=== design 1 ===
Fig. 1: design 1, clock routing
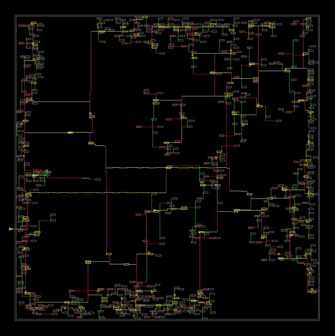

File: src/rtl/victim_swap_ctrl.sv
// victim_swap_ctrl: L1 miss controller that swaps the evicted line into the victim cache,
// then fills from the victim cache on a hit or from pmem on a victim miss.
module victim_swap_ctrl #(
    parameter int WIDTH = 256,
    parameter int CNT_W = 32
) (
    input  logic             clk_i,
    input  logic             rst_ni,
    input  logic             miss_req_i,
    input  logic [31:0]      miss_addr_i,
    input  logic             evict_dirty_i,
    input  logic [WIDTH-1:0] evict_data_i,
    output logic             busy_o,
    output logic             miss_resp_o,
    output logic [WIDTH-1:0] fill_data_o,
    output logic             fill_from_vc_o,
    output logic             vc_request_o,
    output logic [31:0]      vc_address_o,
    output logic             vc_is_dirty_o,
    output logic [WIDTH-1:0] vc_evicted_o,
    input  logic             vc_resp_i,
    input  logic             vc_found_i,
    input  logic [WIDTH-1:0] vc_dataout_i,
    output logic             pmem_read_o,
    output logic [31:0]      pmem_address_o,
    input  logic [WIDTH-1:0] pmem_rdata_i,
    input  logic             pmem_resp_i,
    output logic [CNT_W-1:0] vc_hit_cnt_o,
    output logic [CNT_W-1:0] vc_miss_cnt_o
);
    typedef enum logic [1:0] {IDLE, VC_REQ, MEM_READ, FILL} state_t;

    state_t             state_q, state_d;
    logic               busy_q, busy_d, miss_resp_q, miss_resp_d, fill_vc_q, fill_vc_d;
    logic               vc_req_q, vc_req_d, vc_dirty_q, vc_dirty_d, pmem_read_q, pmem_read_d;
    logic [WIDTH-1:0]   fill_q, fill_d, evicted_q, evicted_d;
    logic [31:0]        vc_addr_q, vc_addr_d, pmem_addr_q, pmem_addr_d;
    logic [CNT_W-1:0]   hit_q, hit_d, miss_q, miss_d;

    always_comb begin
        state_d     = state_q;
        miss_resp_d = 1'b0;
        fill_vc_d   = fill_vc_q;
        vc_req_d    = vc_req_q;
        vc_dirty_d  = vc_dirty_q;
        pmem_read_d = pmem_read_q;
        fill_d      = fill_q;
        evicted_d   = evicted_q;
        vc_addr_d   = vc_addr_q;
        pmem_addr_d = pmem_addr_q;
        hit_d       = hit_q;
        miss_d      = miss_q;
        case (state_q)
            IDLE: if (miss_req_i) begin
                state_d    = VC_REQ;
                vc_req_d   = 1'b1;
                vc_addr_d  = miss_addr_i;
                vc_dirty_d = evict_dirty_i;
                evicted_d  = evict_data_i;
            end
            VC_REQ: if (vc_resp_i) begin
                vc_req_d = 1'b0;
                if (vc_found_i) begin
                    state_d     = FILL;
                    miss_resp_d = 1'b1;
                    fill_d      = vc_dataout_i;
                    fill_vc_d   = 1'b1;
                    hit_d       = &hit_q ? hit_q : hit_q + CNT_W'(1);
                end else begin
                    state_d     = MEM_READ;
                    pmem_read_d = 1'b1;
                    pmem_addr_d = vc_addr_q & ~32'(WIDTH / 8 - 1);
                    miss_d      = &miss_q ? miss_q : miss_q + CNT_W'(1);
                end
            end
            MEM_READ: if (pmem_resp_i) begin
                state_d     = FILL;
                miss_resp_d = 1'b1;
                pmem_read_d = 1'b0;
                fill_d      = pmem_rdata_i;
                fill_vc_d   = 1'b0;
            end
            default: state_d = IDLE;
        endcase
        busy_d = state_d != IDLE;
    end

    always_ff @(posedge clk_i or negedge rst_ni) begin
        if (!rst_ni) begin
            state_q     <= IDLE;
            busy_q      <= 1'b0;
            miss_resp_q <= 1'b0;
            fill_vc_q   <= 1'b0;
            vc_req_q    <= 1'b0;
            vc_dirty_q  <= 1'b0;
            pmem_read_q <= 1'b0;
            fill_q      <= '0;
            evicted_q   <= '0;
            vc_addr_q   <= '0;
            pmem_addr_q <= '0;
            hit_q       <= '0;
            miss_q      <= '0;
        end else begin
            state_q     <= state_d;
            busy_q      <= busy_d;
            miss_resp_q <= miss_resp_d;
            fill_vc_q   <= fill_vc_d;
            vc_req_q    <= vc_req_d;
            vc_dirty_q  <= vc_dirty_d;
            pmem_read_q <= pmem_read_d;
            fill_q      <= fill_d;
            evicted_q   <= evicted_d;
            vc_addr_q   <= vc_addr_d;
            pmem_addr_q <= pmem_addr_d;
            hit_q       <= hit_d;
            miss_q      <= miss_d;
        end
    end

    assign busy_o         = busy_q;
    assign miss_resp_o    = miss_resp_q;
    assign fill_data_o    = fill_q;
    assign fill_from_vc_o = fill_vc_q;
    assign vc_request_o   = vc_req_q;
    assign vc_address_o   = vc_addr_q;
    assign vc_is_dirty_o  = vc_dirty_q;
    assign vc_evicted_o   = evicted_q;
    assign pmem_read_o    = pmem_read_q;
    assign pmem_address_o = pmem_addr_q;
    assign vc_hit_cnt_o   = hit_q;
    assign vc_miss_cnt_o  = miss_q;
endmodule

File: config.mk
export PLATFORM = sky130hd
export DESIGN_NAME = victim_swap_ctrl
export DESIGN_NICKNAME = d
export VERILOG_FILES = /design/src/rtl/victim_swap_ctrl.sv
export SDC_FILE = /design/constraint.sdc
export NUM_CORES = 1
export LEC_CHECK = 0
export CAP_MARGIN = 30
export CORE_AREA = 2 2 564 566
export CTS_BUF_LIST = sky130_fd_sc_hd__clkbuf_4 sky130_fd_sc_hd__clkbuf_8 sky130_fd_sc_hd__clkbuf_16
export DETAILED_ROUTE_END_ITERATION = 6
export DIE_AREA = 0 0 566 568
export HOLD_SLACK_MARGIN = 0.12
export RECOVER_POWER = 25
export SETUP_SLACK_MARGIN = 0.3
export SLEW_MARGIN = 25
export SYNTH_ARGS = -nofsm -noshare
export SYNTH_HDL_FRONTEND = slang
export SYNTH_SLANG_ARGS = --single-unit
File: constraint.sdc
create_clock -name clk_i -period 6.4 [get_ports clk_i]
set_input_delay 0.96 -clock clk_i [delete_from_list [all_inputs] [get_ports clk_i]]
set_output_delay 0.96 -clock clk_i [all_outputs]
set_load 0.03 [all_outputs]
=== design 2 ===
### config.mk
export PLATFORM = sky130hd
export DESIGN_NAME = serial_word_capture_flat
export DESIGN_NICKNAME = d
export VERILOG_FILES = /design/src/rtl/serial_word_capture_if.sv /design/src/rtl/serial_word_capture.sv /design/src/flat_wrapper.sv
export SDC_FILE = /design/constraint.sdc
export NUM_CORES = 1
export LEC_CHECK = 0
export CORE_ASPECT_RATIO = 0.7
export CORE_MARGIN = 2
export CORE_UTILIZATION = 50
export CTS_CLUSTER_SIZE = 25
export DETAILED_ROUTE_END_ITERATION = 10
export HOLD_SLACK_MARGIN = 0.1
export PLACE_DENSITY = 0.66
export SYNTH_ARGS = -nofsm -noshare
export SYNTH_HDL_FRONTEND = slang
export SYNTH_SLANG_ARGS = --single-unit
### constraint.sdc
create_clock -name clk -period 2.9 [get_ports clk]
set_input_delay 0.435 -clock clk [delete_from_list [all_inputs] [get_ports clk]]
set_output_delay 0.435 -clock clk [all_outputs]
set_load 0.01 [all_outputs]
### src/rtl/serial_word_capture_if.sv
// Serial-in / word-out bundle for serial_word_capture: chip bit stream in,
// first-word-fall-through read handshake out.
interface serial_word_capture_if #(
    parameter int DATA_WIDTH = 16
);
    logic                  serial_data;
    logic                  serial_valid;
    logic                  rd_ready;
    logic [DATA_WIDTH-1:0] rd_data;
    logic                  rd_valid;

    modport master (
        output serial_data, serial_valid, rd_ready,
        input  rd_data, rd_valid
    );

    modport slave (
        input  serial_data, serial_valid, rd_ready,
        output rd_data, rd_valid
    );
endinterface

### src/rtl/serial_word_capture.sv
// Deserializes one chip serial stream MSB-first into DATA_WIDTH-bit words and
// queues them in a FWFT FIFO drained through a ready/valid handshake.
module serial_word_capture #(
    parameter int DATA_WIDTH  = 16,
    parameter int FIFO_DEPTH  = 16,
    parameter int CNT_WIDTH   = 5,
    parameter int TOTAL_WIDTH = 16
) (
    input  logic                   clk,
    input  logic                   rst_n,
    input  logic                   clear,
    serial_word_capture_if.slave   bus,
    output logic [CNT_WIDTH-1:0]   fifo_count,
    output logic                   overflow,
    output logic [TOTAL_WIDTH-1:0] words_total,
    output logic                   partial_busy
);
    localparam int PTR_W = $clog2(FIFO_DEPTH);
    localparam int BIT_W = $clog2(DATA_WIDTH);

    logic [DATA_WIDTH-1:0] mem [FIFO_DEPTH];
    logic [DATA_WIDTH-1:0] shift_q;
    logic [BIT_W-1:0]      bit_cnt;
    logic [PTR_W-1:0]      wr_ptr;
    logic [PTR_W-1:0]      rd_ptr;

    logic [DATA_WIDTH-1:0] word;
    logic [DATA_WIDTH-1:0] head_nxt;
    logic [PTR_W-1:0]      rd_ptr_nxt;
    logic                  word_done;
    logic                  full;
    logic                  push;
    logic                  pop;

    assign bus.rd_valid = (fifo_count != '0);
    assign partial_busy = (bit_cnt != '0);

    // NOTE: every signal here is assigned on every pass through the block, so
    // no path leaves a value held and no latch can be inferred.
    always_comb begin
        word       = {shift_q[DATA_WIDTH-2:0], bus.serial_data};
        word_done  = !clear && bus.serial_valid && (bit_cnt == BIT_W'(DATA_WIDTH - 1));
        full       = (fifo_count == CNT_WIDTH'(FIFO_DEPTH));
        pop        = !clear && bus.rd_valid && bus.rd_ready;
        push       = word_done && (!full || pop);
        rd_ptr_nxt = pop ? rd_ptr + PTR_W'(1) : rd_ptr;
        // A word written into the slot that becomes the head must bypass the
        // memory, since the array still holds the old value at this edge.
        head_nxt   = (push && (wr_ptr == rd_ptr_nxt)) ? word : mem[rd_ptr_nxt];
    end

    // NOTE: sequential state uses non-blocking assignments so every register
    // samples pre-edge values regardless of statement order.
    always_ff @(posedge clk) begin
        if (!rst_n || clear) begin
            shift_q     <= '0;
            bit_cnt     <= '0;
            wr_ptr      <= '0;
            rd_ptr      <= '0;
            fifo_count  <= '0;
            overflow    <= 1'b0;
            words_total <= '0;
            bus.rd_data <= '0;
        end else begin
            if (bus.serial_valid) begin
                shift_q <= word;
                bit_cnt <= word_done ? '0 : bit_cnt + BIT_W'(1);
            end

            if (push) wr_ptr <= wr_ptr + PTR_W'(1);
            rd_ptr <= rd_ptr_nxt;

            if (push && !pop)      fifo_count <= fifo_count + CNT_WIDTH'(1);
            else if (pop && !push) fifo_count <= fifo_count - CNT_WIDTH'(1);

            if (word_done && !push) overflow <= 1'b1;
            if (word_done && (words_total != '1)) words_total <= words_total + TOTAL_WIDTH'(1);

            bus.rd_data <= head_nxt;
        end
    end

    // NOTE: the storage array has no reset; fifo_count and the pointers alone
    // decide which entries are meaningful, so clearing it would only add cost.
    always_ff @(posedge clk) begin
        if (rst_n && push) mem[wr_ptr] <= word;
    end
endmodule

### src/flat_wrapper.sv
// flat-port wrapper written by rule: the top's interface ports become plain ports
module serial_word_capture_flat 
#(
    parameter int DATA_WIDTH  = 16,
    parameter int FIFO_DEPTH  = 16,
    parameter int CNT_WIDTH   = 5,
    parameter int TOTAL_WIDTH = 16
)
  (clk, rst_n, clear, fifo_count, overflow, words_total, partial_busy, bus_serial_data, bus_serial_valid, bus_rd_ready, bus_rd_data, bus_rd_valid);
  serial_word_capture_if #(.DATA_WIDTH(DATA_WIDTH)) bus_i ();
  input  logic clk;
  input  logic rst_n;
  input  logic clear;
  output logic [CNT_WIDTH-1:0] fifo_count;
  output logic overflow;
  output logic [TOTAL_WIDTH-1:0] words_total;
  output logic partial_busy;
  input wire logic [$bits(bus_i.serial_data)-1:0] bus_serial_data;
  input wire logic [$bits(bus_i.serial_valid)-1:0] bus_serial_valid;
  input wire logic [$bits(bus_i.rd_ready)-1:0] bus_rd_ready;
  output wire logic [$bits(bus_i.rd_data)-1:0] bus_rd_data;
  output wire logic [$bits(bus_i.rd_valid)-1:0] bus_rd_valid;
  assign bus_i.serial_data = bus_serial_data;
  assign bus_i.serial_valid = bus_serial_valid;
  assign bus_i.rd_ready = bus_rd_ready;
  assign bus_rd_data = bus_i.rd_data;
  assign bus_rd_valid = bus_i.rd_valid;
  serial_word_capture #(.DATA_WIDTH(DATA_WIDTH), .FIFO_DEPTH(FIFO_DEPTH), .CNT_WIDTH(CNT_WIDTH), .TOTAL_WIDTH(TOTAL_WIDTH)) u_core (.clk(clk), .rst_n(rst_n), .clear(clear), .bus(bus_i), .fifo_count(fifo_count), .overflow(overflow), .words_total(words_total), .partial_busy(partial_busy));
endmodule

## Gallery

Clock wires, drivers and flops.
image #1
(1.5 px per um)
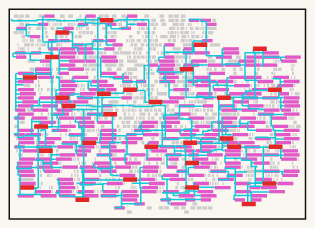
image #2
(1 px per um)
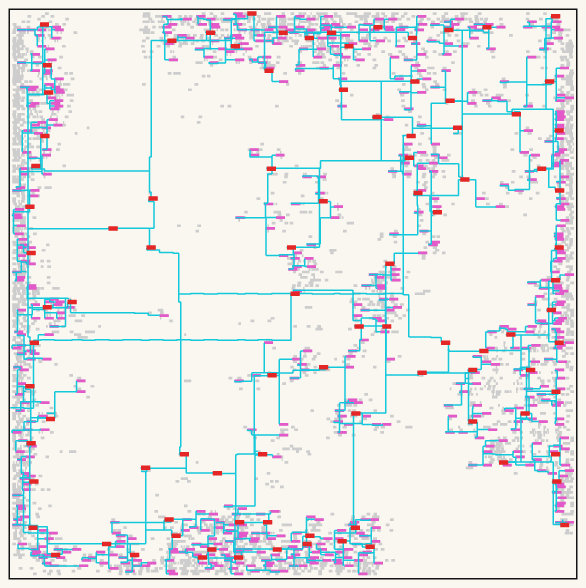
image #1 -> design 2
image #2 -> design 1
- most sequential cells: image #2
- largest die: image #2

Key to image #1:
flip-flops -> magenta  # count 321
clock-net drivers -> red  # count 30
clock wires -> cyan  # length 3580 um
flops lie = all over the die

Fig. 2: design 1, power grid
(0.5 px per um) Pins as bars on the die edge.
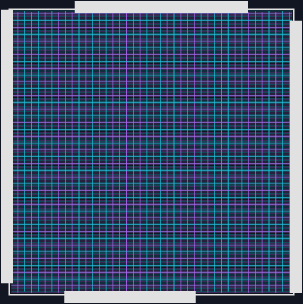
VDD -> cyan
VSS -> purple
met1 rails = 208
met5 straps = 41
core box area: 0.3162 sq mm
Die Ht: 568 um
worst ir drop on vdd: 0.3656 mV
Die X: 566 um

Notes on Fig. 1 above:
clock insertion delay at the later pin of the skew report: 790 ps
clock buffers created by TritonCTS: 94
power of the clock network: 5.62 mW
clock sink count: 643

==> ds_physical_params.txt, design 1 <==
Physical implementation characteristics

Parameter                              Value

Synth
  Most numerous cell in the Yosys netlist .................. sky130_fd_sc_hd__dfrtp_1
  Top-area cell share .................. 0.6026
  Share of synthesized registers carrying an async set or reset .................. 1.000
  Cells after synthesis .................. 2111
  Parity-gate share of the synthesized area counting xor and xnor cells .................. 0.01902
  Part of the Yosys area used for sequential elements .................. 0.6026
  Area reported by Yosys stat .................. 0.02670 sq mm
  Syn_area_per_cell .................. 12.65 sq um
  Compound Share, Synth .................. 0.05332

Worst hold path
  Min-Delay Path Class .................. in -> async

STA
  Relative slew margins .................. -1.113
  Final Max Tran Viols .................. 128
  Summed negative setup slack over all endpoints .................. 0 ps
  Count of final setup violators .................. 0
  Setup repair after global routing missed its margin .................. no

Placed design
  Count of buffers from port buffering .................. 1447
  Instance area after placement .................. 0.04649 sq mm
  Final GP Congestion .................. 1.101

Clock network
  Buffer count from post-CTS setup fixing .................. 0
  Count of instances resized after the clock tree is built .................. 0

Routing
  Detailed Routing Iterations Pass 1 .................. 6
  Drt via density .................. 3.117
  Routed met2 length .................. 116.6 mm
  Number of routed nets with antenna violations .................. 0

Setup path
  Critical Path End .................. fill_data_o[67]
  Highest fanout seen on the critical path .................. 151

Pwr
  Leakage power total .................. 18.49 nW
  Share of power burned in the clock network .................. 0.198

Finish
  Proportion of final cell area spent on non-clock buffers .................. 0.3015
  Non-filler instance count after layout .................. 7901
  Layout inverter count without the clock tree .................. 11
  Most frequently placed logic cells in the final layout .................. 1445 x sky130_fd_sc_hd__clkdlybuf4s50_1, 643 x sky130_fd_sc_hd__dfrtp_1, 317 x sky130_fd_sc_hd__mux2_2

Run
  Number of max-capacitance violations reported .................. 2

Status
  Result of the run .................. complete, but fails checks
  Failing checks .................. capacitance limit, slew limit

Floorplanning
  FP Util .................. 0.08444
  Well tap count .................. 4180

Global route
  Vias in the first global route .................. 24.68k
  Busiest metal layer after global routing .................. met2
  Met1 usage in global routing .................. 0.1751
  Remaining global-route overflow .................. 0
Fig. 3: design 2, power grid
(2 px per um) Pins as bars on the die edge.
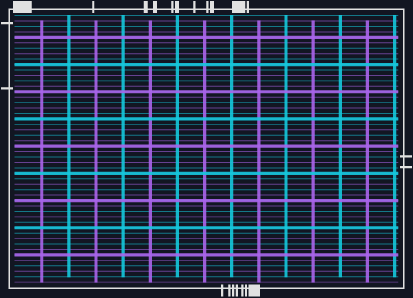
VDD -> cyan
VSS -> purple
rows = 49
met4 straps = 14
met1 rails = 50

Fig. 4: design 2, clock routing
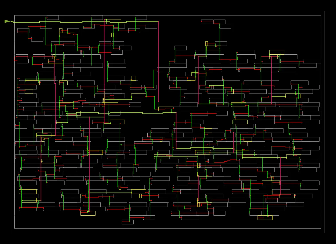
clock tree skew after final layout: 12.71 ps
clock sink count: 321
number of clock buffers in the layout: 48

==> ds_physical_params.txt, design 2 <==
Physical implementation characteristics

Parameter                              Value

Setup path
  Reg2reg end .................. u_core.fifo_count[4]
  Max stage delay on crit path .................. 340 ps
  Critical path class .................. reg -> reg
  Buffer and inverter count on the worst path .................. 1

Pwr
  Internal .................. 7.242 mW
  Sw frac .................. 0.1899
  Share of power burned in the clock network .................. 0.439
  Top power consumer group .................. registers

STA
  Final worst-path setup slack .................. 67.58 ps
  Final Hold Viols .................. 0
  Setup repair after global routing missed its margin .................. yes
  Count of final setup violators .................. 0
  Summed negative setup slack over all endpoints .................. 0 ps
  Worst hold slack across all endpoints .................. 474.1 ps

Finish
  Sequential standard cell area .................. 0.008989 sq mm
  Number of flip-flops and latches .................. 321
  Biggest Area Class .................. sequential cells
  Proportion of final cell area spent on non-clock buffers .................. 0.08666
  Count of buffers not belonging to the clock network in the layout .................. 138
  Logic share of the area .................. 0.2423

Floorplanning
  FP Util .................. 0.5076
  Core box area .................. 0.02557 sq mm

Synth
  Top-area cell share .................. 0.5924
  Synthesized Nets .................. 1062
  Share of synthesized registers carrying an async set or reset .................. 0
  Cells after synthesis .................. 1042
  Basic-gate share of the synthesized area counting and, or, nand and nor cells .................. 0.1492
  Most numerous cell in the Yosys netlist .................. sky130_fd_sc_hd__edfxtp_1
  Synth flops .................. 321

Routing
  Routed met2 length .................. 14.53 mm
  Final Routed Wirelength .................. 33.44 mm
  Met1 Routed Length .................. 15.46 mm
  DR WL/cell .................. 22.22 um
  Drt via density .................. 5.815
  Met3 wire length .................. 2.792 mm

Global route
  Met1 usage in global routing .................. 0.3836
  First-pass GRT wire length .................. 50.45 mm

Worst hold path
  Sink of the worst hold path .................. u_core.overflow
  Instance count along the most critical hold path .................. 2

Placed design
  HPWL after detailed placement .................. 20.55 mm

Clock network
  Clock insertion delay at the later pin of the skew report .................. 570 ps
  Count of instances resized after the clock tree is built .................. 0

Status
  Result of the run .................. finished clean


==> notes/layouts.md <==
Pictures saved along the way, in no particular order.

Routed metal, one color a layer.
picture 1
(2 px per um)
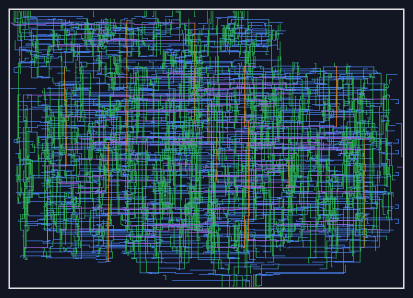
picture 2
(1 px per um)
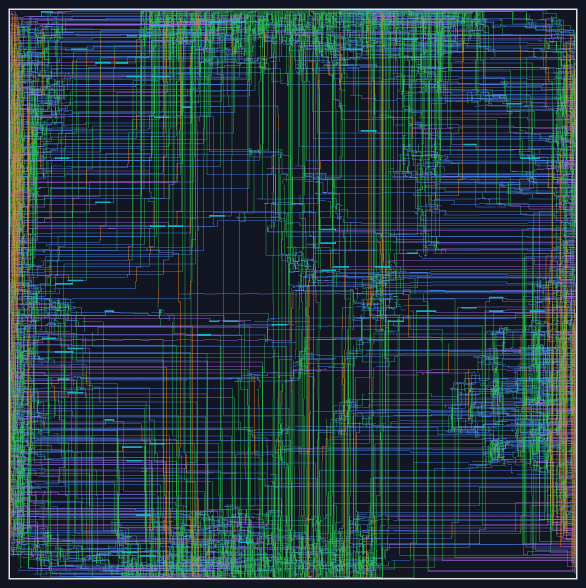
- design 2 = picture 1
- design 1 = picture 2

Power figures rest on the tool's default switching activity, not on a simulated workload.
